==================== design 1
design_1/final_placement.png
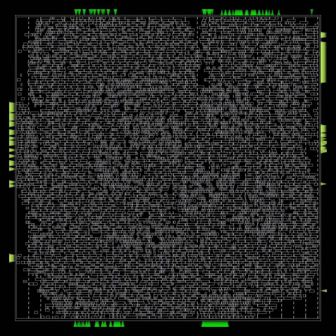

<file path="config.mk">
export PLATFORM = sky130hd
export DESIGN_NAME = sq_dist_pipeline
export DESIGN_NICKNAME = d
export VERILOG_FILES = /design/src/rtl/sq_dist_pipeline.sv
export SDC_FILE = /design/constraint.sdc
export NUM_CORES = 2
export LEC_CHECK = 0
export ABC_AREA = 1
export CAP_MARGIN = 40
export CORE_MARGIN = 1
export CORE_UTILIZATION = 55
export DETAILED_ROUTE_END_ITERATION = 7
export GPL_ROUTABILITY_DRIVEN = 0
export HOLD_SLACK_MARGIN = 0.15
export PLACE_DENSITY_LB_ADDON = 0.08
export SETUP_SLACK_MARGIN = 0.2
export SLEW_MARGIN = 15
export SYNTH_ARGS = -nofsm -noshare
export SYNTH_HDL_FRONTEND = slang
export SYNTH_SLANG_ARGS = --single-unit
</file>
<file path="constraint.sdc">
create_clock -name clk_in -period 9.1 [get_ports clk_in]
set_input_delay 1.82 -clock clk_in [delete_from_list [all_inputs] [get_ports clk_in]]
set_output_delay 1.82 -clock clk_in [all_outputs]
set_load 0.01 [all_outputs]
</file>
<file path="src/rtl/sq_dist_pipeline.sv">
// Streaming squared-distance engine with valid/ready flow control and per-batch minimum tracking.
// Define SQ_DIST_L1_MODE_EN to compute Manhattan distance instead of squared Euclidean distance.
module sq_dist_pipeline #(
  parameter int unsigned DIM       = 4,
  parameter int unsigned IN_WIDTH  = 16,
  parameter int unsigned ID_WIDTH  = 8,
  localparam int unsigned LVL       = (DIM > 1) ? $clog2(DIM) : 0,
  localparam int unsigned OUT_WIDTH = 2*IN_WIDTH + LVL
) (
  input  logic                      clk_in,
  input  logic                      rst_n_in,
  input  logic                      in_valid,
  output logic                      in_ready,
  input  logic [DIM*IN_WIDTH-1:0]   query_pos_in,
  input  logic [DIM*IN_WIDTH-1:0]   vertex_pos_in,
  input  logic [ID_WIDTH-1:0]       id_in,
  input  logic                      last_in,
  output logic                      out_valid,
  input  logic                      out_ready,
  output logic [OUT_WIDTH-1:0]      distance_sq_out,
  output logic [ID_WIDTH-1:0]       id_out,
  output logic                      last_out,
  output logic                      best_valid,
  output logic [OUT_WIDTH-1:0]      best_dist_out,
  output logic [ID_WIDTH-1:0]       best_id_out
);

  localparam int unsigned NP = 1 << LVL;
  localparam int unsigned NS = 2 + LVL;
  localparam int unsigned DW = IN_WIDTH + 1;
  localparam int unsigned SW = 2*IN_WIDTH;

  logic                        adv;
  logic signed [DW-1:0]        diff_q [DIM];
  logic signed [DW-1:0]        diff_d [DIM];
  // Level 0 holds the per-dim squares; level LVL entry 0 is the final sum.
  logic [OUT_WIDTH-1:0]        tree_q [LVL+1][NP];
  logic [OUT_WIDTH-1:0]        tree_d [LVL+1][NP];
  logic [NS-1:0]               vld_q, vld_d;
  logic [NS-1:0]               last_q, last_d;
  logic [ID_WIDTH-1:0]         id_q [NS];
  logic [ID_WIDTH-1:0]         id_d [NS];

  logic                        hs;
  logic                        take;
  logic [OUT_WIDTH-1:0]        run_dist;
  logic [ID_WIDTH-1:0]         run_id;
  logic [OUT_WIDTH-1:0]        min_q, min_d;
  logic [ID_WIDTH-1:0]         min_id_q, min_id_d;
  logic [OUT_WIDTH-1:0]        best_dist_q, best_dist_d;
  logic [ID_WIDTH-1:0]         best_id_q, best_id_d;
  logic                        best_valid_q, best_valid_d;

  // Whole pipeline advances together; bubbles are kept.
  assign adv      = !vld_q[NS-1] || out_ready;
  assign in_ready = adv;

  always_comb begin : p_datapath
    logic signed [DW-1:0] qk;
    logic signed [DW-1:0] vk;
    logic signed [SW-1:0] dx;
    logic [SW-1:0]        mag;
    for (int k = 0; k < int'(DIM); k++) begin
      qk        = DW'($signed(query_pos_in[k*IN_WIDTH +: IN_WIDTH]));
      vk        = DW'($signed(vertex_pos_in[k*IN_WIDTH +: IN_WIDTH]));
      diff_d[k] = qk - vk;
    end
    for (int l = 0; l <= int'(LVL); l++) begin
      for (int j = 0; j < int'(NP); j++) begin
        tree_d[l][j] = '0;
      end
    end
    for (int j = 0; j < int'(NP); j++) begin
      dx  = '0;
      mag = '0;
      if (j < int'(DIM)) begin
        dx = SW'(diff_q[j]);
`ifdef SQ_DIST_L1_MODE_EN
        mag = dx[SW-1] ? SW'(-dx) : SW'(dx);
`else
        mag = SW'(dx * dx);
`endif
      end
      tree_d[0][j] = OUT_WIDTH'(mag);
    end
    for (int l = 1; l <= int'(LVL); l++) begin
      for (int j = 0; j < int'(NP >> l); j++) begin
        tree_d[l][j] = tree_q[l-1][2*j] + tree_q[l-1][2*j+1];
      end
    end
    vld_d  = {vld_q[NS-2:0], in_valid};
    last_d = {last_q[NS-2:0], last_in};
    id_d[0] = id_in;
    for (int s = 1; s < int'(NS); s++) begin
      id_d[s] = id_q[s-1];
    end
  end

  // Running minimum; strict compare keeps the earliest tag on ties.
  always_comb begin : p_min
    hs           = vld_q[NS-1] && out_ready;
    take         = tree_q[LVL][0] < min_q;
    run_dist     = take ? tree_q[LVL][0] : min_q;
    run_id       = take ? id_q[NS-1] : min_id_q;
    min_d        = min_q;
    min_id_d     = min_id_q;
    best_dist_d  = best_dist_q;
    best_id_d    = best_id_q;
    best_valid_d = 1'b0;
    if (hs) begin
      if (last_q[NS-1]) begin
        best_dist_d  = run_dist;
        best_id_d    = run_id;
        best_valid_d = 1'b1;
        min_d        = '1;
        min_id_d     = '0;
      end else begin
        min_d    = run_dist;
        min_id_d = run_id;
      end
    end
  end

  always_ff @(posedge clk_in or negedge rst_n_in) begin
    if (!rst_n_in) begin
      vld_q  <= '0;
      last_q <= '0;
      for (int k = 0; k < int'(DIM); k++) diff_q[k] <= '0;
      for (int l = 0; l <= int'(LVL); l++) begin
        for (int j = 0; j < int'(NP); j++) tree_q[l][j] <= '0;
      end
      for (int s = 0; s < int'(NS); s++) id_q[s] <= '0;
    end else if (adv) begin
      vld_q  <= vld_d;
      last_q <= last_d;
      for (int k = 0; k < int'(DIM); k++) diff_q[k] <= diff_d[k];
      for (int l = 0; l <= int'(LVL); l++) begin
        for (int j = 0; j < int'(NP); j++) tree_q[l][j] <= tree_d[l][j];
      end
      for (int s = 0; s < int'(NS); s++) id_q[s] <= id_d[s];
    end
  end

  always_ff @(posedge clk_in or negedge rst_n_in) begin
    if (!rst_n_in) begin
      min_q        <= '1;
      min_id_q     <= '0;
      best_dist_q  <= '0;
      best_id_q    <= '0;
      best_valid_q <= 1'b0;
    end else begin
      min_q        <= min_d;
      min_id_q     <= min_id_d;
      best_dist_q  <= best_dist_d;
      best_id_q    <= best_id_d;
      best_valid_q <= best_valid_d;
    end
  end

  assign out_valid       = vld_q[NS-1];
  assign distance_sq_out = tree_q[LVL][0];
  assign id_out          = id_q[NS-1];
  assign last_out        = last_q[NS-1];
  assign best_valid      = best_valid_q;
  assign best_dist_out   = best_dist_q;
  assign best_id_out     = best_id_q;

endmodule

</file>
==================== design 2
--- config.mk ---
export PLATFORM = sky130hd
export DESIGN_NAME = mem_wb_stage_flat
export DESIGN_NICKNAME = d
export VERILOG_FILES = /design/src/rtl/mem_wb_stage_if.sv /design/src/rtl/mem_wb_stage.sv /design/src/flat_wrapper.sv
export SDC_FILE = /design/constraint.sdc
export NUM_CORES = 1
export LEC_CHECK = 0
export CAP_MARGIN = 20
export CORE_ASPECT_RATIO = 1.75
export CORE_MARGIN = 4
export CORE_UTILIZATION = 46
export DETAILED_ROUTE_END_ITERATION = 16
export PLACE_DENSITY = 0.83
export SETUP_SLACK_MARGIN = 0.5
export SLEW_MARGIN = 10
export SYNTH_ARGS = -nofsm -noshare
export SYNTH_HDL_FRONTEND = slang
export SYNTH_SLANG_ARGS = --single-unit
--- constraint.sdc ---
create_clock -name clk -period 4.2 [get_ports clk]
set_input_delay 0.63 -clock clk [delete_from_list [all_inputs] [get_ports clk]]
set_output_delay 0.63 -clock clk [all_outputs]
set_load 0.05 [all_outputs]
--- src/rtl/mem_wb_stage_if.sv ---
// Data-memory request/ready bus between the memory stage and the data memory.
interface mem_wb_stage_if;
    logic        dmem_req;
    logic        dmem_we;
    logic [31:0] dmem_addr;
    logic [31:0] dmem_wdata;
    logic [3:0]  dmem_wstrb;
    logic        dmem_ready;
    logic [31:0] dmem_rdata;

    modport master (
        output dmem_req, dmem_we, dmem_addr, dmem_wdata, dmem_wstrb,
        input  dmem_ready, dmem_rdata
    );

    modport slave (
        input  dmem_req, dmem_we, dmem_addr, dmem_wdata, dmem_wstrb,
        output dmem_ready, dmem_rdata
    );
endinterface

--- src/rtl/mem_wb_stage.sv ---
// Memory/writeback stage: EX/MEM and MEM/WB registers, data-memory handshake,
// load alignment, store strobes and forwarding/hazard outputs.
module mem_wb_stage (
    input  logic                  clk,
    input  logic                  rst_n,
    input  logic                  ex_valid,
    input  logic [31:0]           ex_result,
    input  logic [31:0]           ex_store_data,
    input  logic [4:0]            ex_rd,
    input  logic                  ex_reg_we,
    input  logic                  ex_mem_rr,
    input  logic                  ex_mem_we,
    input  logic [2:0]            ex_funct3,
    output logic                  stall,
    mem_wb_stage_if.master        dmem,
    output logic [31:0]           previous,
    output logic [4:0]            prev_rd,
    output logic                  prev_reg_we,
    output logic                  prev_mem_rr,
    output logic [31:0]           writeback,
    output logic [4:0]            wb_rd,
    output logic                  wb_reg_we,
    output logic                  wb_mem_rr,
    output logic                  misaligned
);

    typedef enum logic {IDLE, ACCESS} state_t;

    state_t      state;

    logic        m_valid;
    logic [31:0] m_result;
    logic [31:0] m_store_data;
    logic [4:0]  m_rd;
    logic        m_reg_we;
    logic        m_mem_rr;
    logic        m_mem_we;
    logic [2:0]  m_funct3;

    logic        w_valid;
    logic [31:0] w_data;
    logic [4:0]  w_rd;
    logic        w_reg_we;
    logic        w_mem_rr;
    logic        w_mis;

    logic        in_access;
    logic        m_mis;
    logic        ex_access;
    logic [7:0]  ld_byte;
    logic [15:0] ld_half;
    logic [31:0] load_data;
    logic [31:0] store_wdata;
    logic [3:0]  store_strb;

    function automatic logic is_misaligned(input logic [2:0] funct3, input logic [1:0] addr_lo);
        case (funct3[1:0])
            2'b00:   return 1'b0;
            2'b01:   return addr_lo[0];
            default: return addr_lo != 2'b00;
        endcase
    endfunction

    assign in_access = (state == ACCESS);
    assign stall     = in_access & ~dmem.dmem_ready;
    assign m_mis     = m_valid & (m_mem_rr | m_mem_we) & is_misaligned(m_funct3, m_result[1:0]);
    assign ex_access = ex_valid & (ex_mem_rr | ex_mem_we) & ~is_misaligned(ex_funct3, ex_result[1:0]);

    assign dmem.dmem_req   = in_access;
    assign dmem.dmem_we    = in_access & m_mem_we;
    assign dmem.dmem_addr  = {m_result[31:2], 2'b00};
    assign dmem.dmem_wdata = store_wdata;
    assign dmem.dmem_wstrb = (in_access & m_mem_we) ? store_strb : 4'b0000;

    always_comb begin
        store_wdata = m_store_data;
        store_strb  = 4'b1111;
        case (m_funct3[1:0])
            2'b00: begin
                store_wdata = {4{m_store_data[7:0]}};
                store_strb  = 4'b0001 << m_result[1:0];
            end
            2'b01: begin
                store_wdata = {2{m_store_data[15:0]}};
                store_strb  = m_result[1] ? 4'b1100 : 4'b0011;
            end
            default: ;
        endcase
    end

    always_comb begin
        ld_byte   = 8'(dmem.dmem_rdata >> {m_result[1:0], 3'b000});
        ld_half   = m_result[1] ? dmem.dmem_rdata[31:16] : dmem.dmem_rdata[15:0];
        load_data = dmem.dmem_rdata;
        case (m_funct3)
            3'b000:  load_data = {{24{ld_byte[7]}}, ld_byte};
            3'b001:  load_data = {{16{ld_half[15]}}, ld_half};
            3'b100:  load_data = {24'd0, ld_byte};
            3'b101:  load_data = {16'd0, ld_half};
            default: ;
        endcase
    end

    // M only advances when not stalled; W takes a bubble on every stalled edge
    // so the held instruction is written exactly once.
    always_ff @(posedge clk or negedge rst_n) begin
        if (!rst_n) begin
            state        <= IDLE;
            m_valid      <= 1'b0;
            m_result     <= '0;
            m_store_data <= '0;
            m_rd         <= '0;
            m_reg_we     <= 1'b0;
            m_mem_rr     <= 1'b0;
            m_mem_we     <= 1'b0;
            m_funct3     <= '0;
            w_valid      <= 1'b0;
            w_data       <= '0;
            w_rd         <= '0;
            w_reg_we     <= 1'b0;
            w_mem_rr     <= 1'b0;
            w_mis        <= 1'b0;
        end else if (stall) begin
            w_valid  <= 1'b0;
            w_reg_we <= 1'b0;
            w_mem_rr <= 1'b0;
            w_mis    <= 1'b0;
        end else begin
            state        <= ex_access ? ACCESS : IDLE;
            m_valid      <= ex_valid;
            m_result     <= ex_result;
            m_store_data <= ex_store_data;
            m_rd         <= ex_rd;
            m_reg_we     <= ex_valid & ex_reg_we;
            m_mem_rr     <= ex_valid & ex_mem_rr;
            m_mem_we     <= ex_valid & ex_mem_we;
            m_funct3     <= ex_funct3;
            w_valid      <= m_valid;
            w_data       <= (m_mem_rr & ~m_mis) ? load_data : m_result;
            w_rd         <= m_rd;
            w_reg_we     <= m_reg_we & ~m_mem_we & ~m_mis;
            w_mem_rr     <= m_mem_rr;
            w_mis        <= m_mis;
        end
    end

    assign previous    = m_result;
    assign prev_rd     = m_rd;
    assign prev_reg_we = m_valid & m_reg_we & ~m_mem_we;
    assign prev_mem_rr = m_valid & m_mem_rr;

    assign writeback   = w_data;
    assign wb_rd       = w_rd;
    assign wb_reg_we   = w_valid & w_reg_we;
    assign wb_mem_rr   = w_valid & w_mem_rr;
    assign misaligned  = w_mis;

endmodule

--- src/flat_wrapper.sv ---
// flat-port wrapper written by rule: the top's interface ports become plain ports
module mem_wb_stage_flat 
  (clk, rst_n, ex_valid, ex_result, ex_store_data, ex_rd, ex_reg_we, ex_mem_rr, ex_mem_we, ex_funct3, stall, previous, prev_rd, prev_reg_we, prev_mem_rr, writeback, wb_rd, wb_reg_we, wb_mem_rr, misaligned, dmem_dmem_req, dmem_dmem_we, dmem_dmem_addr, dmem_dmem_wdata, dmem_dmem_wstrb, dmem_dmem_ready, dmem_dmem_rdata);
  mem_wb_stage_if dmem_i ();
  input  logic clk;
  input  logic rst_n;
  input  logic ex_valid;
  input  logic [31:0] ex_result;
  input  logic [31:0] ex_store_data;
  input  logic [4:0] ex_rd;
  input  logic ex_reg_we;
  input  logic ex_mem_rr;
  input  logic ex_mem_we;
  input  logic [2:0] ex_funct3;
  output logic stall;
  output logic [31:0] previous;
  output logic [4:0] prev_rd;
  output logic prev_reg_we;
  output logic prev_mem_rr;
  output logic [31:0] writeback;
  output logic [4:0] wb_rd;
  output logic wb_reg_we;
  output logic wb_mem_rr;
  output logic misaligned;
  output wire logic [$bits(dmem_i.dmem_req)-1:0] dmem_dmem_req;
  output wire logic [$bits(dmem_i.dmem_we)-1:0] dmem_dmem_we;
  output wire logic [$bits(dmem_i.dmem_addr)-1:0] dmem_dmem_addr;
  output wire logic [$bits(dmem_i.dmem_wdata)-1:0] dmem_dmem_wdata;
  output wire logic [$bits(dmem_i.dmem_wstrb)-1:0] dmem_dmem_wstrb;
  input wire logic [$bits(dmem_i.dmem_ready)-1:0] dmem_dmem_ready;
  input wire logic [$bits(dmem_i.dmem_rdata)-1:0] dmem_dmem_rdata;
  assign dmem_dmem_req = dmem_i.dmem_req;
  assign dmem_dmem_we = dmem_i.dmem_we;
  assign dmem_dmem_addr = dmem_i.dmem_addr;
  assign dmem_dmem_wdata = dmem_i.dmem_wdata;
  assign dmem_dmem_wstrb = dmem_i.dmem_wstrb;
  assign dmem_i.dmem_ready = dmem_dmem_ready;
  assign dmem_i.dmem_rdata = dmem_dmem_rdata;
  mem_wb_stage u_core (.clk(clk), .rst_n(rst_n), .ex_valid(ex_valid), .ex_result(ex_result), .ex_store_data(ex_store_data), .ex_rd(ex_rd), .ex_reg_we(ex_reg_we), .ex_mem_rr(ex_mem_rr), .ex_mem_we(ex_mem_we), .ex_funct3(ex_funct3), .stall(stall), .dmem(dmem_i), .previous(previous), .prev_rd(prev_rd), .prev_reg_we(prev_reg_we), .prev_mem_rr(prev_mem_rr), .writeback(writeback), .wb_rd(wb_rd), .wb_reg_we(wb_reg_we), .wb_mem_rr(wb_mem_rr), .misaligned(misaligned));
endmodule
==================== design 3
<file path="src/rtl/inst_mem_ctrl_if.sv">
//==============================================================================
// inst_mem_ctrl_if : load-port and fetch-port bundle for the instruction memory
// Revision: 1.0
//==============================================================================
`default_nettype none

interface inst_mem_ctrl_if #(
    parameter int DATA_W = 16,
    parameter int ADDR_W = 8
);
    logic              load_we;
    logic [ADDR_W-1:0] load_addr;
    logic [DATA_W-1:0] load_data;
    logic              load_done;
    logic              fetch_req;
    logic [ADDR_W-1:0] fetch_addr;
    logic              stall;
    logic              fetch_ready;
    logic              inst_valid;
    logic [DATA_W-1:0] inst_out;
    logic              fault;
    logic              load_err;
    logic [1:0]        state_o;

    modport master (
        output load_we, load_addr, load_data, load_done,
        output fetch_req, fetch_addr, stall,
        input  fetch_ready, inst_valid, inst_out, fault, load_err, state_o
    );

    modport slave (
        input  load_we, load_addr, load_data, load_done,
        input  fetch_req, fetch_addr, stall,
        output fetch_ready, inst_valid, inst_out, fault, load_err, state_o
    );
endinterface

`default_nettype wire

</file>
<file path="src/rtl/inst_mem_ctrl.sv">
//==============================================================================
// inst_mem_ctrl : loadable instruction RAM with NOP sweep, registered fetch,
//                 stall hold and out-of-range fault reporting
// Revision: 1.0
//==============================================================================
`default_nettype none

module inst_mem_ctrl #(
    parameter int                DATA_W   = 16,
    parameter int                ADDR_W   = 8,
    parameter int                DEPTH    = 256,
    parameter logic [DATA_W-1:0] NOP_WORD = {DATA_W{1'b0}}
) (
    input  wire logic           clk,
    input  wire logic           rst_n,
    inst_mem_ctrl_if.slave      bus
);

    typedef enum logic [1:0] {
        S_CLEAR = 2'd0,
        S_LOAD  = 2'd1,
        S_RUN   = 2'd2
    } state_t;

    localparam logic [ADDR_W-1:0] C_LAST_IDX = ADDR_W'(DEPTH - 1);
    localparam logic [ADDR_W:0]   C_DEPTH    = (ADDR_W + 1)'(DEPTH);

    state_t            r_state;
    logic [ADDR_W-1:0] r_clear_idx;
    logic [DATA_W-1:0] r_inst_out;
    logic              r_inst_valid;
    logic              r_fault;
    logic              r_load_err;
    logic [DATA_W-1:0] r_mem [0:DEPTH-1];

    logic              w_load_in_range;
    logic              w_fetch_in_range;
    logic              w_hold;
    logic              w_fetch_ready;
    logic              w_accept;
    logic              w_mem_we;
    logic [ADDR_W-1:0] w_mem_waddr;
    logic [DATA_W-1:0] w_mem_wdata;

    // Extra top bit keeps the range compare valid when DEPTH == 2^ADDR_W.
    assign w_load_in_range  = {1'b0, bus.load_addr}  < C_DEPTH;
    assign w_fetch_in_range = {1'b0, bus.fetch_addr} < C_DEPTH;

    assign w_hold        = r_inst_valid && bus.stall;
    assign w_fetch_ready = (r_state == S_RUN) && !w_hold;
    assign w_accept      = bus.fetch_req && w_fetch_ready;

    // Single write port shared by the clear sweep and the load port.
    always_comb begin
        w_mem_we    = 1'b0;
        w_mem_waddr = r_clear_idx;
        w_mem_wdata = NOP_WORD;
        if (r_state == S_CLEAR) begin
            w_mem_we = 1'b1;
        end else if (r_state == S_LOAD && bus.load_we && w_load_in_range) begin
            w_mem_we    = 1'b1;
            w_mem_waddr = bus.load_addr;
            w_mem_wdata = bus.load_data;
        end
    end

    always_ff @(posedge clk) begin
        if (w_mem_we) begin
            r_mem[w_mem_waddr] <= w_mem_wdata;
        end
    end

    always_ff @(posedge clk or negedge rst_n) begin
        if (!rst_n) begin
            r_state      <= S_CLEAR;
            r_clear_idx  <= '0;
            r_inst_out   <= NOP_WORD;
            r_inst_valid <= 1'b0;
            r_fault      <= 1'b0;
            r_load_err   <= 1'b0;
        end else begin
            case (r_state)
                S_CLEAR: begin
                    r_clear_idx <= r_clear_idx + ADDR_W'(1);
                    if (r_clear_idx == C_LAST_IDX) begin
                        r_state <= S_LOAD;
                    end
                end
                S_LOAD: begin
                    if (bus.load_we && !w_load_in_range) begin
                        r_load_err <= 1'b1;
                    end
                    if (bus.load_done) begin
                        r_state <= S_RUN;
                    end
                end
                S_RUN: begin
                    if (w_accept) begin
                        r_inst_valid <= 1'b1;
                        if (w_fetch_in_range) begin
                            r_inst_out <= r_mem[bus.fetch_addr];
                            r_fault    <= 1'b0;
                        end else begin
                            r_inst_out <= NOP_WORD;
                            r_fault    <= 1'b1;
                        end
                    end else if (!w_hold) begin
                        r_inst_valid <= 1'b0;
                        r_fault      <= 1'b0;
                    end
                end
                default: r_state <= S_CLEAR;
            endcase
        end
    end

    assign bus.fetch_ready = w_fetch_ready;
    assign bus.inst_valid  = r_inst_valid;
    assign bus.inst_out    = r_inst_out;
    assign bus.fault       = r_fault;
    assign bus.load_err    = r_load_err;
    assign bus.state_o     = r_state;

endmodule

`default_nettype wire
</file>
<file path="src/flat_wrapper.sv">
// flat-port wrapper written by rule: the top's interface ports become plain ports
module inst_mem_ctrl_flat 
#(
    parameter int                DATA_W   = 16,
    parameter int                ADDR_W   = 8,
    parameter int                DEPTH    = 256,
    parameter logic [DATA_W-1:0] NOP_WORD = {DATA_W{1'b0}}
)
  (clk, rst_n, bus_load_we, bus_load_addr, bus_load_data, bus_load_done, bus_fetch_req, bus_fetch_addr, bus_stall, bus_fetch_ready, bus_inst_valid, bus_inst_out, bus_fault, bus_load_err, bus_state_o);
  inst_mem_ctrl_if #(.DATA_W(DATA_W), .ADDR_W(ADDR_W)) bus_i ();
  input  wire logic clk;
  input  wire logic rst_n;
  input wire logic [$bits(bus_i.load_we)-1:0] bus_load_we;
  input wire logic [$bits(bus_i.load_addr)-1:0] bus_load_addr;
  input wire logic [$bits(bus_i.load_data)-1:0] bus_load_data;
  input wire logic [$bits(bus_i.load_done)-1:0] bus_load_done;
  input wire logic [$bits(bus_i.fetch_req)-1:0] bus_fetch_req;
  input wire logic [$bits(bus_i.fetch_addr)-1:0] bus_fetch_addr;
  input wire logic [$bits(bus_i.stall)-1:0] bus_stall;
  output wire logic [$bits(bus_i.fetch_ready)-1:0] bus_fetch_ready;
  output wire logic [$bits(bus_i.inst_valid)-1:0] bus_inst_valid;
  output wire logic [$bits(bus_i.inst_out)-1:0] bus_inst_out;
  output wire logic [$bits(bus_i.fault)-1:0] bus_fault;
  output wire logic [$bits(bus_i.load_err)-1:0] bus_load_err;
  output wire logic [$bits(bus_i.state_o)-1:0] bus_state_o;
  assign bus_i.load_we = bus_load_we;
  assign bus_i.load_addr = bus_load_addr;
  assign bus_i.load_data = bus_load_data;
  assign bus_i.load_done = bus_load_done;
  assign bus_i.fetch_req = bus_fetch_req;
  assign bus_i.fetch_addr = bus_fetch_addr;
  assign bus_i.stall = bus_stall;
  assign bus_fetch_ready = bus_i.fetch_ready;
  assign bus_inst_valid = bus_i.inst_valid;
  assign bus_inst_out = bus_i.inst_out;
  assign bus_fault = bus_i.fault;
  assign bus_load_err = bus_i.load_err;
  assign bus_state_o = bus_i.state_o;
  inst_mem_ctrl #(.DATA_W(DATA_W), .ADDR_W(ADDR_W), .DEPTH(DEPTH), .NOP_WORD(NOP_WORD)) u_core (.clk(clk), .rst_n(rst_n), .bus(bus_i));
endmodule
</file>
<file path="config.mk">
export PLATFORM = sky130hd
export DESIGN_NAME = inst_mem_ctrl_flat
export DESIGN_NICKNAME = d
export VERILOG_FILES = /design/src/rtl/inst_mem_ctrl_if.sv /design/src/rtl/inst_mem_ctrl.sv /design/src/flat_wrapper.sv
export SDC_FILE = /design/constraint.sdc
export NUM_CORES = 2
export LEC_CHECK = 0
export CAP_MARGIN = 20
export CORE_MARGIN = 2
export CORE_UTILIZATION = 36
export DETAILED_ROUTE_END_ITERATION = 7
export SYNTH_ARGS = -nofsm -noshare
export SYNTH_HDL_FRONTEND = slang
export SYNTH_SLANG_ARGS = --single-unit
</file>
<file path="constraint.sdc">
create_clock -name clk -period 5.76 [get_ports clk]
set_input_delay 1.152 -clock clk [delete_from_list [all_inputs] [get_ports clk]]
set_output_delay 1.152 -clock clk [all_outputs]
set_load 0.01 [all_outputs]
</file>
==================== design 4
===== config.mk =====
export PLATFORM = sky130hd
export DESIGN_NAME = uart_program_loader
export DESIGN_NICKNAME = d
export VERILOG_FILES = /design/src/rtl/uart_program_loader_pkg.sv /design/src/rtl/uart_program_loader_uart_rx.sv /design/src/rtl/uart_program_loader.sv
export SDC_FILE = /design/constraint.sdc
export NUM_CORES = 1
export LEC_CHECK = 0
export CAP_MARGIN = 20
export CORE_MARGIN = 2
export CORE_UTILIZATION = 40
export CTS_CLUSTER_SIZE = 20
export DETAILED_ROUTE_END_ITERATION = 10
export GPL_TIMING_DRIVEN = 0
export PLACE_DENSITY_LB_ADDON = 0.08
export SLEW_MARGIN = 20
export SYNTH_ARGS = -nofsm -noshare
export SYNTH_HDL_FRONTEND = slang
export SYNTH_SLANG_ARGS = --single-unit

===== constraint.sdc =====
create_clock -name clk -period 1.8 [get_ports clk]
set_input_delay 0.27 -clock clk [delete_from_list [all_inputs] [get_ports clk]]
set_output_delay 0.27 -clock clk [all_outputs]
set_load 0.02 [all_outputs]

===== src/rtl/uart_program_loader_pkg.sv =====
// uart_program_loader_pkg
//   State encodings shared by the UART receiver and the program loader.
package uart_program_loader_pkg;

  typedef enum logic [1:0] {
    RX_IDLE,
    RX_START,
    RX_DATA,
    RX_STOP
  } rx_state_t;

  typedef enum logic [2:0] {
    LD_HEADER,
    LD_BODY,
    LD_CHECKSUM,
    LD_DONE,
    LD_ERROR
  } ld_state_t;

endpackage


===== src/rtl/uart_program_loader_uart_rx.sv =====
// uart_rx
//   8N1 UART receiver: two-flop synchroniser, mid-bit sampling FSM and
//   bit counter.
//   Ports:
//     clk, reset        system clock, synchronous active-high reset
//     rx                serial input (idle high, LSB first, async to clk)
//     byte_valid        one-cycle pulse, byte_data holds a good byte
//     byte_data[7:0]    received byte
//     frame_err         one-cycle pulse when the stop bit samples low
module uart_rx
  import uart_program_loader_pkg::*;
#(
  parameter int CLKS_PER_BIT = 868
) (
  input  logic       clk,
  input  logic       reset,
  input  logic       rx,
  output logic       byte_valid,
  output logic [7:0] byte_data,
  output logic       frame_err
);

  localparam int CNT_W = $clog2(CLKS_PER_BIT);
  localparam logic [CNT_W-1:0] BIT_LAST  = CNT_W'(CLKS_PER_BIT - 1);
  localparam logic [CNT_W-1:0] HALF_LAST = CNT_W'(CLKS_PER_BIT / 2 - 1);

  logic             rx_meta, rx_sync;
  rx_state_t        state, state_next;
  logic [CNT_W-1:0] clk_cnt, clk_cnt_next;
  logic [2:0]       bit_idx, bit_idx_next;
  logic [7:0]       shift, shift_next;
  logic             byte_valid_next, frame_err_next;

  assign byte_data = shift;

  always_ff @(posedge clk) begin
    if (reset) begin
      rx_meta    <= 1'b1;
      rx_sync    <= 1'b1;
      state      <= RX_IDLE;
      clk_cnt    <= '0;
      bit_idx    <= '0;
      shift      <= '0;
      byte_valid <= 1'b0;
      frame_err  <= 1'b0;
    end else begin
      rx_meta    <= rx;
      rx_sync    <= rx_meta;
      state      <= state_next;
      clk_cnt    <= clk_cnt_next;
      bit_idx    <= bit_idx_next;
      shift      <= shift_next;
      byte_valid <= byte_valid_next;
      frame_err  <= frame_err_next;
    end
  end

  always_comb begin
    state_next      = state;
    clk_cnt_next    = clk_cnt + 1'b1;
    bit_idx_next    = bit_idx;
    shift_next      = shift;
    byte_valid_next = 1'b0;
    frame_err_next  = 1'b0;
    unique case (state)
      RX_IDLE: begin
        clk_cnt_next = '0;
        if (!rx_sync) state_next = RX_START;
      end
      RX_START: begin
        // Half a bit in: a line back high means the falling edge was a glitch.
        if (clk_cnt == HALF_LAST) begin
          clk_cnt_next = '0;
          bit_idx_next = '0;
          state_next   = rx_sync ? RX_IDLE : RX_DATA;
        end
      end
      RX_DATA: begin
        if (clk_cnt == BIT_LAST) begin
          clk_cnt_next = '0;
          shift_next   = {rx_sync, shift[7:1]};
          bit_idx_next = bit_idx + 1'b1;
          if (bit_idx == 3'd7) state_next = RX_STOP;
        end
      end
      RX_STOP: begin
        if (clk_cnt == BIT_LAST) begin
          clk_cnt_next    = '0;
          byte_valid_next = rx_sync;
          frame_err_next  = !rx_sync;
          state_next      = RX_IDLE;
        end
      end
      default: state_next = RX_IDLE;
    endcase
  end

endmodule


===== src/rtl/uart_program_loader.sv =====
// uart_program_loader
//   Loads a program image received over UART into the instruction ROM and
//   holds the CPU in reset until the image is complete.
//   Image: word_count N, then N little-endian 32-bit words (plus a 32-bit
//   sum trailer when LOADER_CHECKSUM_EN is defined).
//   Ports:
//     clk, reset        system clock, synchronous active-high reset
//     uart_rx           serial input from the board pin
//     rom_wren          one-cycle ROM write strobe
//     rom_address       word-aligned byte address
//     rom_write_data    instruction word
//     cpu_reset_n       active-low CPU reset, released after a good load
//     load_done         sticky, image fully written
//     load_error        sticky, framing error / oversize / bad checksum
//   Build option: LOADER_CHECKSUM_EN enables the checksum trailer.
module uart_program_loader
  import uart_program_loader_pkg::*;
#(
  parameter int CLKS_PER_BIT         = 868,
  parameter int ROM_ADDRESS_BITWIDTH = 12
) (
  input  logic                            clk,
  input  logic                            reset,
  input  logic                            uart_rx,
  output logic                            rom_wren,
  output logic [ROM_ADDRESS_BITWIDTH-1:0] rom_address,
  output logic [31:0]                     rom_write_data,
  output logic                            cpu_reset_n,
  output logic                            load_done,
  output logic                            load_error
);

  // Index/count must hold the full capacity value, hence one bit above the word address.
  localparam int          IDX_W     = ROM_ADDRESS_BITWIDTH - 1;
  localparam int unsigned ROM_WORDS = 2 ** (ROM_ADDRESS_BITWIDTH - 2);

  logic       byte_valid, frame_err;
  logic [7:0] byte_data;

  uart_rx #(.CLKS_PER_BIT(CLKS_PER_BIT)) u_rx (
    .clk       (clk),
    .reset     (reset),
    .rx        (uart_rx),
    .byte_valid(byte_valid),
    .byte_data (byte_data),
    .frame_err (frame_err)
  );

  // Word assembly: only the first three bytes are stored; the fourth is
  // consumed directly so the write can follow it by one cycle.
  logic [1:0]  byte_cnt;
  logic [23:0] word_buf;
  logic        word_ready;
  logic [31:0] word;

  assign word_ready = byte_valid && (byte_cnt == 2'd3);
  assign word       = {byte_data, word_buf};

  always_ff @(posedge clk) begin
    if (reset) begin
      byte_cnt <= '0;
      word_buf <= '0;
    end else if (byte_valid) begin
      byte_cnt <= byte_cnt + 1'b1;
      case (byte_cnt)
        2'd0:    word_buf[7:0]   <= byte_data;
        2'd1:    word_buf[15:8]  <= byte_data;
        2'd2:    word_buf[23:16] <= byte_data;
        default: ;
      endcase
    end
  end

  ld_state_t                 ld_state, ld_next;
  logic [IDX_W-1:0]          word_idx, idx_next;
  logic [IDX_W-1:0]          word_count, cnt_next;
  logic                      wren_next;
  logic [ROM_ADDRESS_BITWIDTH-1:0] addr_next;
  logic [31:0]               data_next;
`ifdef LOADER_CHECKSUM_EN
  logic [31:0]               sum, sum_next;
`endif

  always_ff @(posedge clk) begin
    if (reset) begin
      ld_state       <= LD_HEADER;
      word_idx       <= '0;
      word_count     <= '0;
      rom_wren       <= 1'b0;
      rom_address    <= '0;
      rom_write_data <= '0;
      cpu_reset_n    <= 1'b0;
`ifdef LOADER_CHECKSUM_EN
      sum            <= '0;
`endif
    end else begin
      ld_state       <= ld_next;
      word_idx       <= idx_next;
      word_count     <= cnt_next;
      rom_wren       <= wren_next;
      rom_address    <= addr_next;
      rom_write_data <= data_next;
      cpu_reset_n    <= (ld_state == LD_DONE);
`ifdef LOADER_CHECKSUM_EN
      sum            <= sum_next;
`endif
    end
  end

  always_comb begin
    ld_next   = ld_state;
    idx_next  = word_idx;
    cnt_next  = word_count;
    wren_next = 1'b0;
    addr_next = rom_address;
    data_next = rom_write_data;
`ifdef LOADER_CHECKSUM_EN
    sum_next  = sum;
`endif
    unique case (ld_state)
      LD_HEADER: begin
        if (frame_err) begin
          ld_next = LD_ERROR;
        end else if (word_ready) begin
          idx_next = '0;
          cnt_next = IDX_W'(word);
`ifdef LOADER_CHECKSUM_EN
          sum_next = '0;
          if (word == 32'd0)                 ld_next = LD_CHECKSUM;
`else
          if (word == 32'd0)                 ld_next = LD_DONE;
`endif
          else if (word > 32'(ROM_WORDS))    ld_next = LD_ERROR;
          else                               ld_next = LD_BODY;
        end
      end
      LD_BODY: begin
        // The final write leaves word_idx == word_count; the state moves on
        // in the cycle after that write.
        if (frame_err) begin
          ld_next = LD_ERROR;
        end else if (word_idx == word_count) begin
`ifdef LOADER_CHECKSUM_EN
          ld_next = LD_CHECKSUM;
`else
          ld_next = LD_DONE;
`endif
        end else if (word_ready) begin
          wren_next = 1'b1;
          data_next = word;
          addr_next = {word_idx[IDX_W-2:0], 2'b00};
          idx_next  = word_idx + 1'b1;
`ifdef LOADER_CHECKSUM_EN
          sum_next  = sum + word;
`endif
        end
      end
`ifdef LOADER_CHECKSUM_EN
      LD_CHECKSUM: begin
        if (frame_err)       ld_next = LD_ERROR;
        else if (word_ready) ld_next = (word == sum) ? LD_DONE : LD_ERROR;
      end
`endif
      LD_DONE:  ld_next = LD_DONE;
      LD_ERROR: ld_next = LD_ERROR;
      default:  ld_next = LD_ERROR;
    endcase
  end

  assign load_done  = (ld_state == LD_DONE);
  assign load_error = (ld_state == LD_ERROR);

endmodule



==> layout pictures side by side <==
Placement view.
image #1
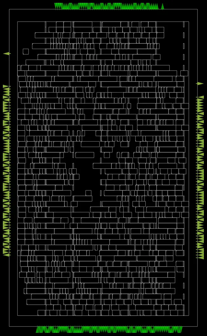
image #2
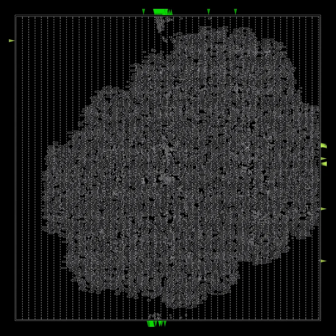
image #3
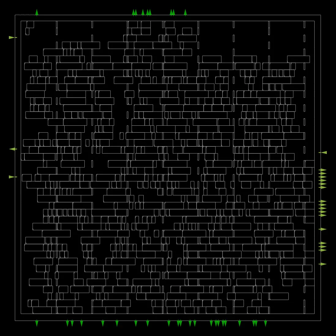
design 3 -> image #2
design 4 -> image #3
design 2 -> image #1

design_1/zoom.png
Scale bar: 10 µm. Region (162, 92) to (187, 117) µm. Cells in gray, sequential cells in the stronger gray; small squares are vias.
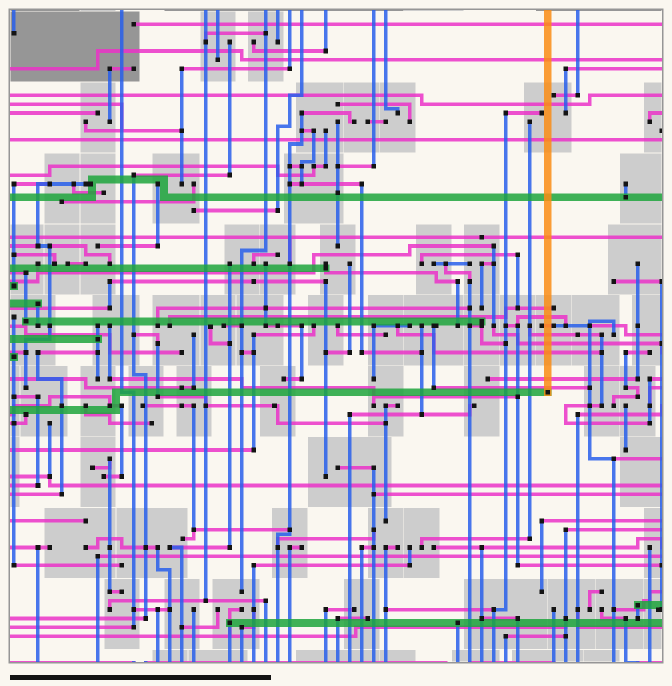
Green shows met3. Orange shows met4. Blue shows met2. Magenta shows met1.
59 logic cells have their middle in the window. Most frequent: nand2_1 (20), inv_1 (10), nor2_1 (8). Netlist names of flops here include tree_q (1). Sequential cells in the window: 1.

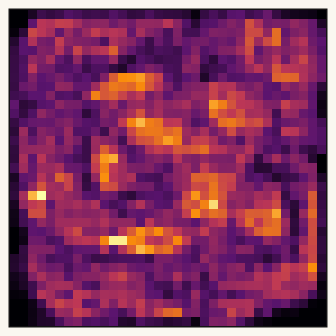
design_1/wire_density.png
35 x 35 tiles, from black (low) to pale yellow (high), scaled to the fullest tile. Values are wire area over tile area, all layers added.
The mean over all tiles is 0.22. 15% of the tiles are over half the peak. 2.4% of the tiles are nearly empty. The densest ninth of the die: middle. The fullest tile reaches 0.64.
global-route total usage across every layer: 28.6%
Post-Route WL: 168 mm
total number of vias: 54730
detailed-route wire length per cell: 16.1 µm

## Picture notes: design_1/final_placement.png
core utilization of the finished layout: 59.9%
number of tapcells: 1612
share of cell area taken by flip-flops and latches: 14.6%

==> reports/qor.yml, design 1 <==
status:
  status: "finished clean"
detailed_routing:
  routedLengthMet1_mm: 74.6
  route.met2.wl_mm: 81.0
  first_iter_violations: 3813
clock_tree:
  clock_sinks: 417
  postCtsSetupRepairBufs: 0
  clock_h_tree_levels: 2
synth:
  asyncSetResetFlopFracSynth_pct: 100
  largest_area_cell: "sky130_fd_sc_hd__fa_1"
die:
  design.core.area_mm2: 0.120
  floorplan.die_area_mm2: 0.123
  floorplan.io_pins: 229
finish:
  layout_top_cell: "sky130_fd_sc_hd__nand2_1"
final_timing:
  time_the_final_worst_path_needs_with_i_o_delays_and_setup_ps: 6490
  tns_ps: 0
  fmax_ghz: 0.154
critical_path:
  worstPathRequired_ps: 9620
  reg2regPathDepth: 18
  crit_path_cell_trace: "nand2_1, inv_1, fa_1, inv_1, fa_1, inv_1, fa_1, fa_1, fa_1, fa_1, ha_1, nand2_1, nor3_1, nand3_1, nand3_1, nand2_1, nand3_1, nand2_1"
==> design 1: cell families (layout without fill, tap and decap cells) <==
kind of cell               Yosys count  count (layout)  share of synthesized area [%]
AOI/OAI and AO/OA                  818             818                           6.68
xor gates and xnor gates           132             132                           1.74
adders and majority gates         1556            1556                           40.8
buffers and inverters             2414            2486                           13.9
DFF                                417             417                           15.7
and+or+nand+nor                   3419            3419                           21.1
==> design 1: registers in the layout (all words and copies together) (netlist names) <==
| name | count |
|---|---|
| tree_q | 190 |
| diff_q | 68 |
| best_dist_out | 34 |
| distance_sq_out | 34 |
| min_q | 34 |
| id_d | 24 |
| best_id_out | 8 |
| id_out | 8 |
| min_id_q | 8 |
| last_q | 4 |
| vld_q | 4 |
| best_valid | 1 |
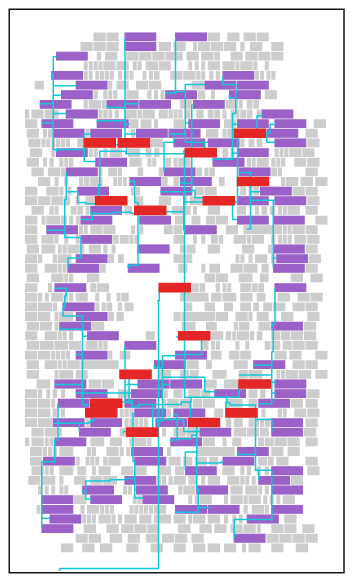
design_2/clock_map.png
Red shows cells driving clock nets, count 17. Cyan shows clock wires, length 1400 µm. Purple shows flip-flops, count 118.
There are 18 routed clock nets.
Final Skew: 6.04 ps
Clk Latency, worst-skew pair: 400 ps

==> reports/qor.yml, design 2 <==
detailed_routing:
  dr_total_vias: 5599
  totalWireLength_mm: 19.7
  route.antenna.remaining_nets: 0
  drc_errors: 0
  first_iter_violations: 277
clock_tree:
  clock_sinks: 118
  clk_pin_slew_ps: 50
synth:
  synth.logic.top_family: "simple AND/OR/NAND/NOR gates"
  yosys_warnings: 0
  yosys.area_share.aoi_pct: 9.93
  syn_avg_cell_area_um2: 8.83
  synth_adder_area_share_pct: 0
  ys_seq_share_pct: 49.6
finish:
  fin_area_mm2: 0.00892
  number_of_nets_in_the_layout: 988
final_timing:
  time_the_final_worst_path_needs_with_i_o_delays_and_setup_ps: 3380
  fin_crit_sh_pct: 80.5
critical_path:
  timing.critical_path.depth: 3
  crit_path_cell_trace: "nor2_1, mux2_2, clkdlybuf4s50_1"
  reg2regPathDepth: 5
  cpLargestDelayFamily: "buffers and inverters"
global_route:
  grt_max_degree: 73
status:
  status: "finished clean"
placement:
  dp.final_hpwl_mm: 14.9
==> design 2: final cells by class <==
type                            instances  area, µm²  share of cell area, %
Inverter                               14       55.1                  0.617
Sequential cell                       118       2950                   33.1
Clock inverter                         12        154                   1.73
Tap cell                              168        210                   2.36
Timing Repair Buffer                  267       2640                   29.6
Multi-Input combinational cell        459       2460                   27.6
Clock buffer                           20        447                   5.01
==> design 2: cells in the mapped netlist, drive strengths merged <==
master  number  area share (%)
a211o        1            0.15
a211oi       7            0.88
a21boi       1            0.13
a21oi        6            0.63
a221o       16             2.7
a221oi       1            0.25
a22oi       16             2.0
and2         2            0.21
buf         57             6.7
clkbuf      28             1.8
clkinv       1           0.063
conb         1           0.063
dfrtp      118              50
inv         13            0.82
mux2        23             4.3
mux2i        9             1.5
mux4         2            0.82
nand2      276              17
nand2b       4            0.42
nand3       36             3.9
nor2         9            0.57
nor2b        2            0.21
nor3        10            0.84
nor3b        2            0.25
nor4b        1            0.15
o2111a       1            0.19
o211ai       2            0.25
o21ai       16             1.3
o21bai       1            0.13
o221ai       1            0.15
o22ai        1            0.11
o32ai        7             1.0
or2          2            0.21
or3b         2            0.29
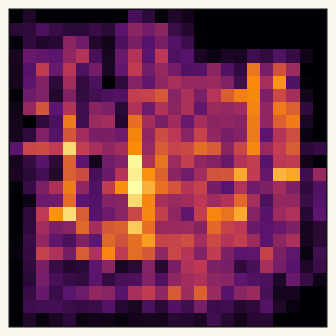
design_4/wire_density.png
24 x 24 tiles, from black (low) to pale yellow (high), scaled to the fullest tile. Values are wire area over tile area, all layers added.
20% of the tiles are over half the peak. The densest ninth of the die: middle. 12% of the tiles are nearly empty.
global-route total usage across every layer: 19.4%
Post-Route WL: 13.7 mm
total number of vias: 4497
detailed-route wire length per cell: 15.7 µm

==> reports/qor.yml, design 4 <==
min_path:
  sink_of_the_worst_hold_path: "u_rx.rx_meta"
final_timing:
  finalSetupViolations: 10
  final_max_slew_viol_count: 0
  rsz0062_at_grt: "yes"
  minimum_setup_slack_in_the_final_design_ps: -10.3
status:
  violated_checks: "negative setup slack"
  status: "finished with violations"
detailed_routing:
  route.met2.wl_mm: 6.68
synth:
  area_figure_in_the_yosys_stat_output_mm2: 0.00532
  asyncSetResetFlopFracSynth_pct: 0
  yosys-stat-cells: 605
critical_path:
  worstSetupStartpointType: "flop"
  reg2regPathDepth: 7
  critPathMaxStageDelay_ps: 340
  worst_path_max_delay_cell: "sky130_fd_sc_hd__dfxtp_2"
  worstSetupEndpoint: "rom_write_data[12]"
  critical_path_maximum_fanout: 7
clock_tree:
  holdBufCountCts: 0
  clock_h_tree_levels: 4
placement:
  dp.final_hpwl_mm: 9.60
  dpl.cell_count: 830
global_route:
  grt_max_degree: 17
finish:
  number_of_nets_in_the_layout: 700
run:
  stage_log_warnings: 36
  cap_violations: 0
==> design 4: flip-flops by register name, indices dropped and copies added (netlist names), 2 cells and up, named ones only <==
register,cells
word_buf,24
word_count,11
u_rx.clk_cnt,10
byte_cnt,2
u_rx.byte_data,8
rom_write_data,32
word_idx,11
u_rx.bit_idx,3
ld_state,3
rom_address,10
==> design 4: layout make-up <==
type / count / share of cell area (%)
inverter: 12 / 0.625
multi-input combinational: 435 / 39.6
sequential: 122 / 34.4
tap: 176 / 3.05
timing repair buffer: 60 / 9.13
clock inverter: 12 / 3.70
buffer: 35 / 3.23
clock buffer: 20 / 6.33
==> design 4: routing by layer <==
| layer | vias up | GRT usage [%] |
|---|---|---|
| met5 | - | 0 |
| met2 | 67 | 31.3 |
| li1 | 2236 | - |
| met1 | 2178 | 24.8 |
| met4 | 0 | 8.11 |
| met3 | 16 | 4.98 |
==> design 4: through the flow <==
step	setup WS (ps)	cell area, µm²	hold WS [ps]	TNS (ps)
after floorplan	114	5320	374	0
after global placement	-276	6020	397	-13950
after CTS	-0.484	6820	400	-0.484
after detailed placement	-297	6020	403	-15360
final	-10.3	7210	410	-48.0
after global routing	-75.3	7210	420	-2430
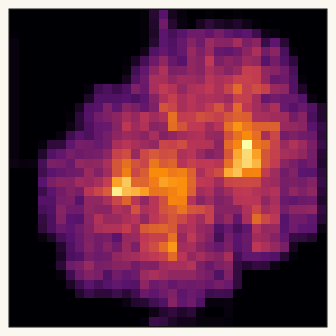
design_3/wire_density.png
34 x 34 tiles, from black (low) to pale yellow (high), scaled to the fullest tile. Values are wire area over tile area, all layers added.
The densest ninth of the die: middle. 14% of the tiles are over half the peak. 32% of the tiles are nearly empty.
global-route total usage across every layer: 19.6%
detailed-route wire length per cell: 31.4 µm

==> reports/qor.yml, design 3 <==
critical_path:
  critical_path_source: "bus_fetch_addr[1]"
  cp-end-kind: "flop"
  reg2regPathDepth: 6
clock_tree:
  postCtsResizedCells: 0
  holdBufCountCts: 0
finish:
  antenna-diode-count: 17
  buffer_area_share_pct: 3.23
  clock_buffer_count: 540
  repair_and_plain_buffers: 642
  final-comb-area_mm2: 0.0331
  utilization_pct: 41.5
  drive_gt1_share_pct: 23.8
run:
  cap_violations: 0
placement:
  dp.final_hpwl_mm: 283
  port-buffer-count: 57
  placement.cell_area_mm2: 0.170
die:
  floorplan.io_pins: 60
  die-height_um: 670
  number_of_tapcells: 5904
synth:
  numSynthFlops: 4123
  netlist_area_mm2: 0.160
  synth-edff-count: 4096
  synthTopCellsByArea: "sky130_fd_sc_hd__edfxtp_1 (77%), sky130_fd_sc_hd__mux4_2 (10%), sky130_fd_sc_hd__mux2i_1 (3.8%), sky130_fd_sc_hd__o22ai_1 (0.81%), sky130_fd_sc_hd__nor2_1 (0.74%)"
  yosys.cell_count.top_type: "sky130_fd_sc_hd__edfxtp_1"
  asyncSetResetFlopFracSynth_pct: 0.655
final_timing:
  time_the_final_worst_path_needs_with_i_o_delays_and_setup_ps: 4670
  minimum_setup_slack_in_the_final_design_ps: 1090
  final_hold_slack_ps: 327
detailed_routing:
  first_iter_violations: 10978
  drc_errors: 1
  dr.pass1.iters: 8
  route.antenna.remaining_nets: 0
  avgViaCountPerCell: 5.63
status:
  violated_checks: "design-rule violations"
  status: "finished with violations"
-- design 3: worst max-delay path, cell delays in order --
cell	delay, ps
sky130_fd_sc_hd__buf_8	460
sky130_fd_sc_hd__buf_4	650
sky130_fd_sc_hd__buf_4	590
sky130_fd_sc_hd__mux4_2	440
sky130_fd_sc_hd__a2111oi_2	740
sky130_fd_sc_hd__nor2_1	300
sky130_fd_sc_hd__a32oi_1	850
sky130_fd_sc_hd__o31ai_1	180
-- design 3: sequential cells by signal, indices dropped and copies added (netlist names) --
signal                 flops
u_core.r_clear_idx         8
u_core.bus.inst_valid      1
u_core.bus.state_o         2
u_core.r_mem            4096
u_core.bus.inst_out       16
-- design 3: layer usage --
| metal | up-vias | share of wire, % | wire, µm |
|---|---|---|---|
| li1 | 33113 | - | - |
| met1 | 43427 | 39 | 178000 |
| met2 | 4185 | 47 | 214000 |
| met3 | 790 | 9.0 | 40700 |
| met4 | 10 | 4.6 | 20800 |
| met5 | - | 0.015 | 68 |


==> layout pictures side by side <==
Layout detail.
shot_01.png
Scale bar: 10 µm. Region (35, 35) to (60, 60) µm. Cells in gray, sequential cells in the stronger gray; small squares are vias.
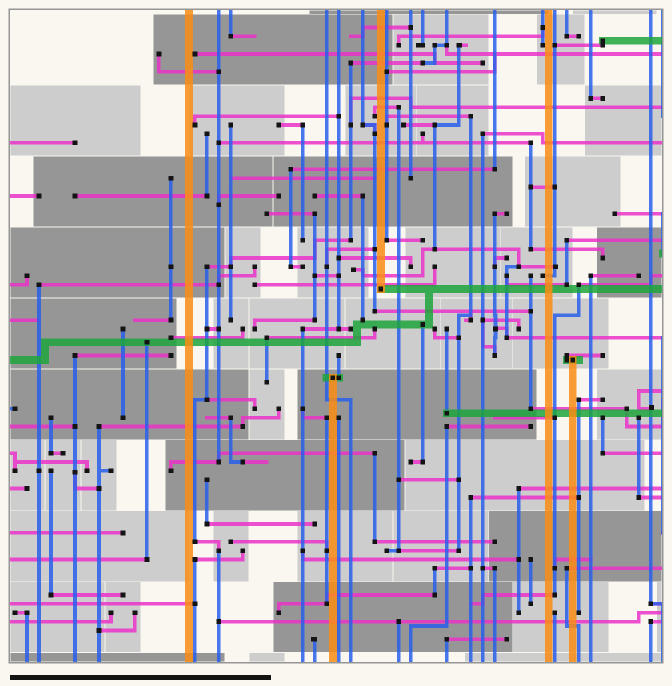
shot_02.png
Scale bar: 10 µm. Region (47, 23) to (72, 48) µm. Cells in gray, sequential cells in the stronger gray; small squares are vias.
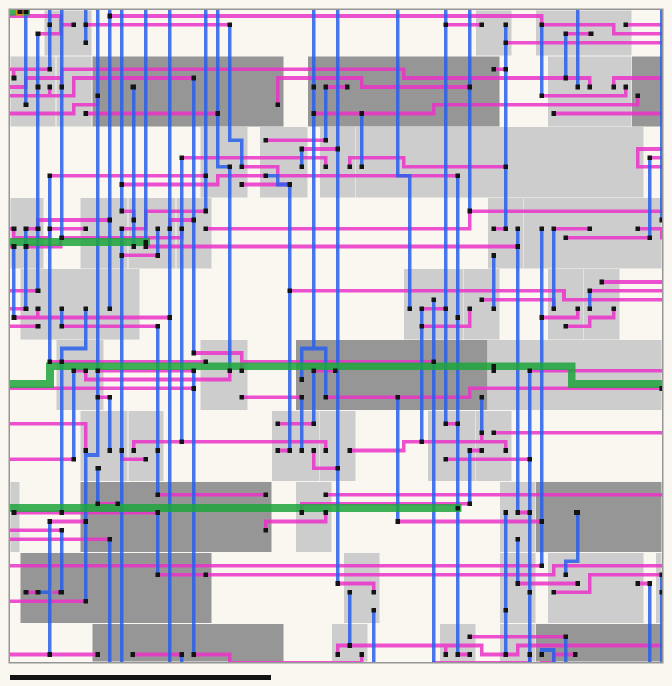
shot_03.png
Scale bar: 10 µm. Region (323, 189) to (348, 214) µm. Cells in gray, sequential cells in the stronger gray; small squares are vias.
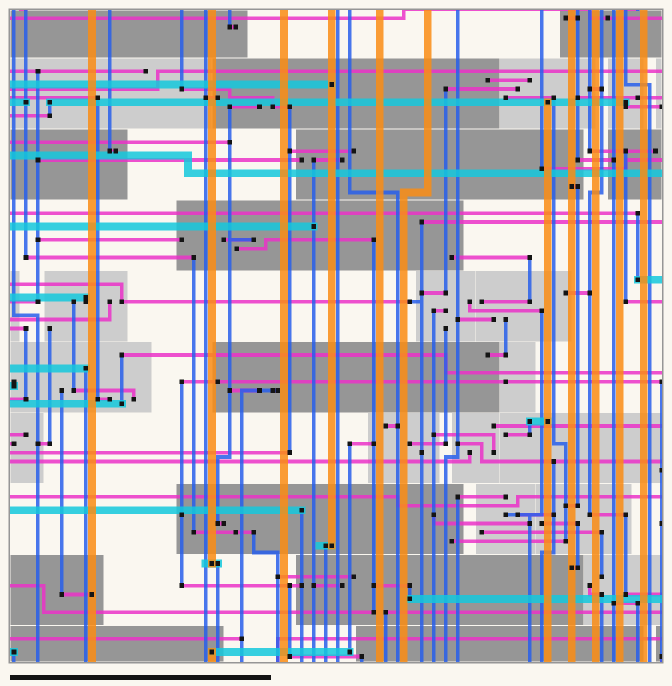
design 4: shot_02.png
design 3: shot_03.png
design 2: shot_01.png
Of these, largest die: shot_03.png

Key to shot_01.png:
Green shows met3. Magenta shows met1. Orange shows met4. Blue shows met2.
Netlist names of flops here include u_core.writeback (7), u_core.previous (3). Most frequent: dfrtp_1 (10), nand2_1 (8). Sequential cells in the window: 10. 40 logic cells have their middle in the window.


==> notes/layouts.md <==
Pictures saved along the way, in no particular order.

Clock wires, drivers and flops.
picture 1
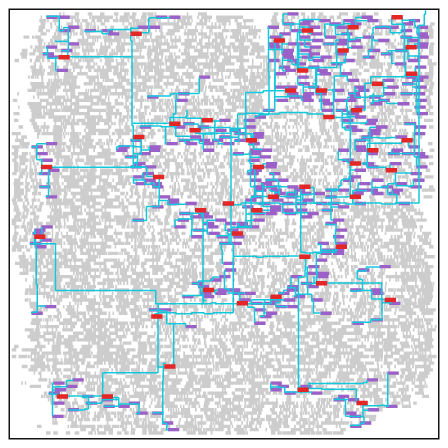
picture 2
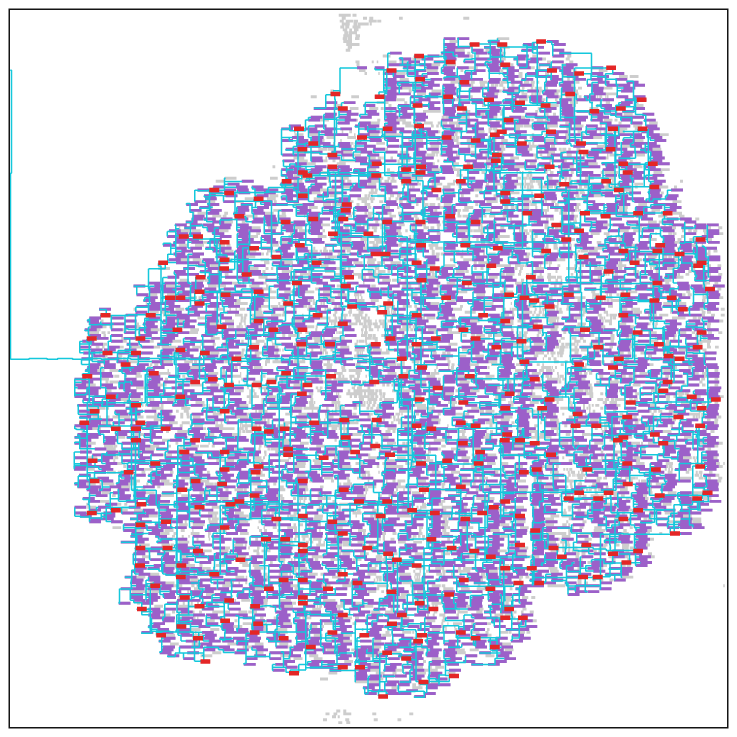
picture 3
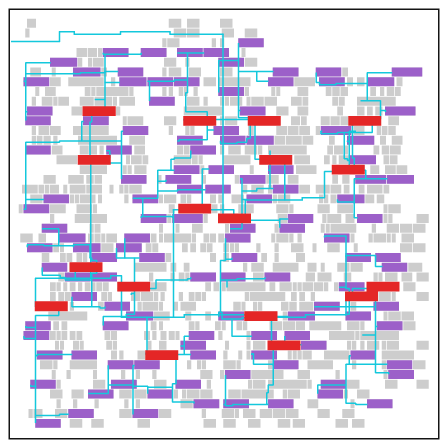
| picture | from |
|---|---|
| picture 1 | design 1 |
| picture 3 | design 4 |
| picture 2 | design 3 |

Key to picture 1:
Cyan shows clock wires, length 6990 µm. Purple shows flip-flops, count 417. Red shows cells driving clock nets, count 48.
Position of the flops: widely spread. There are 49 routed clock nets.

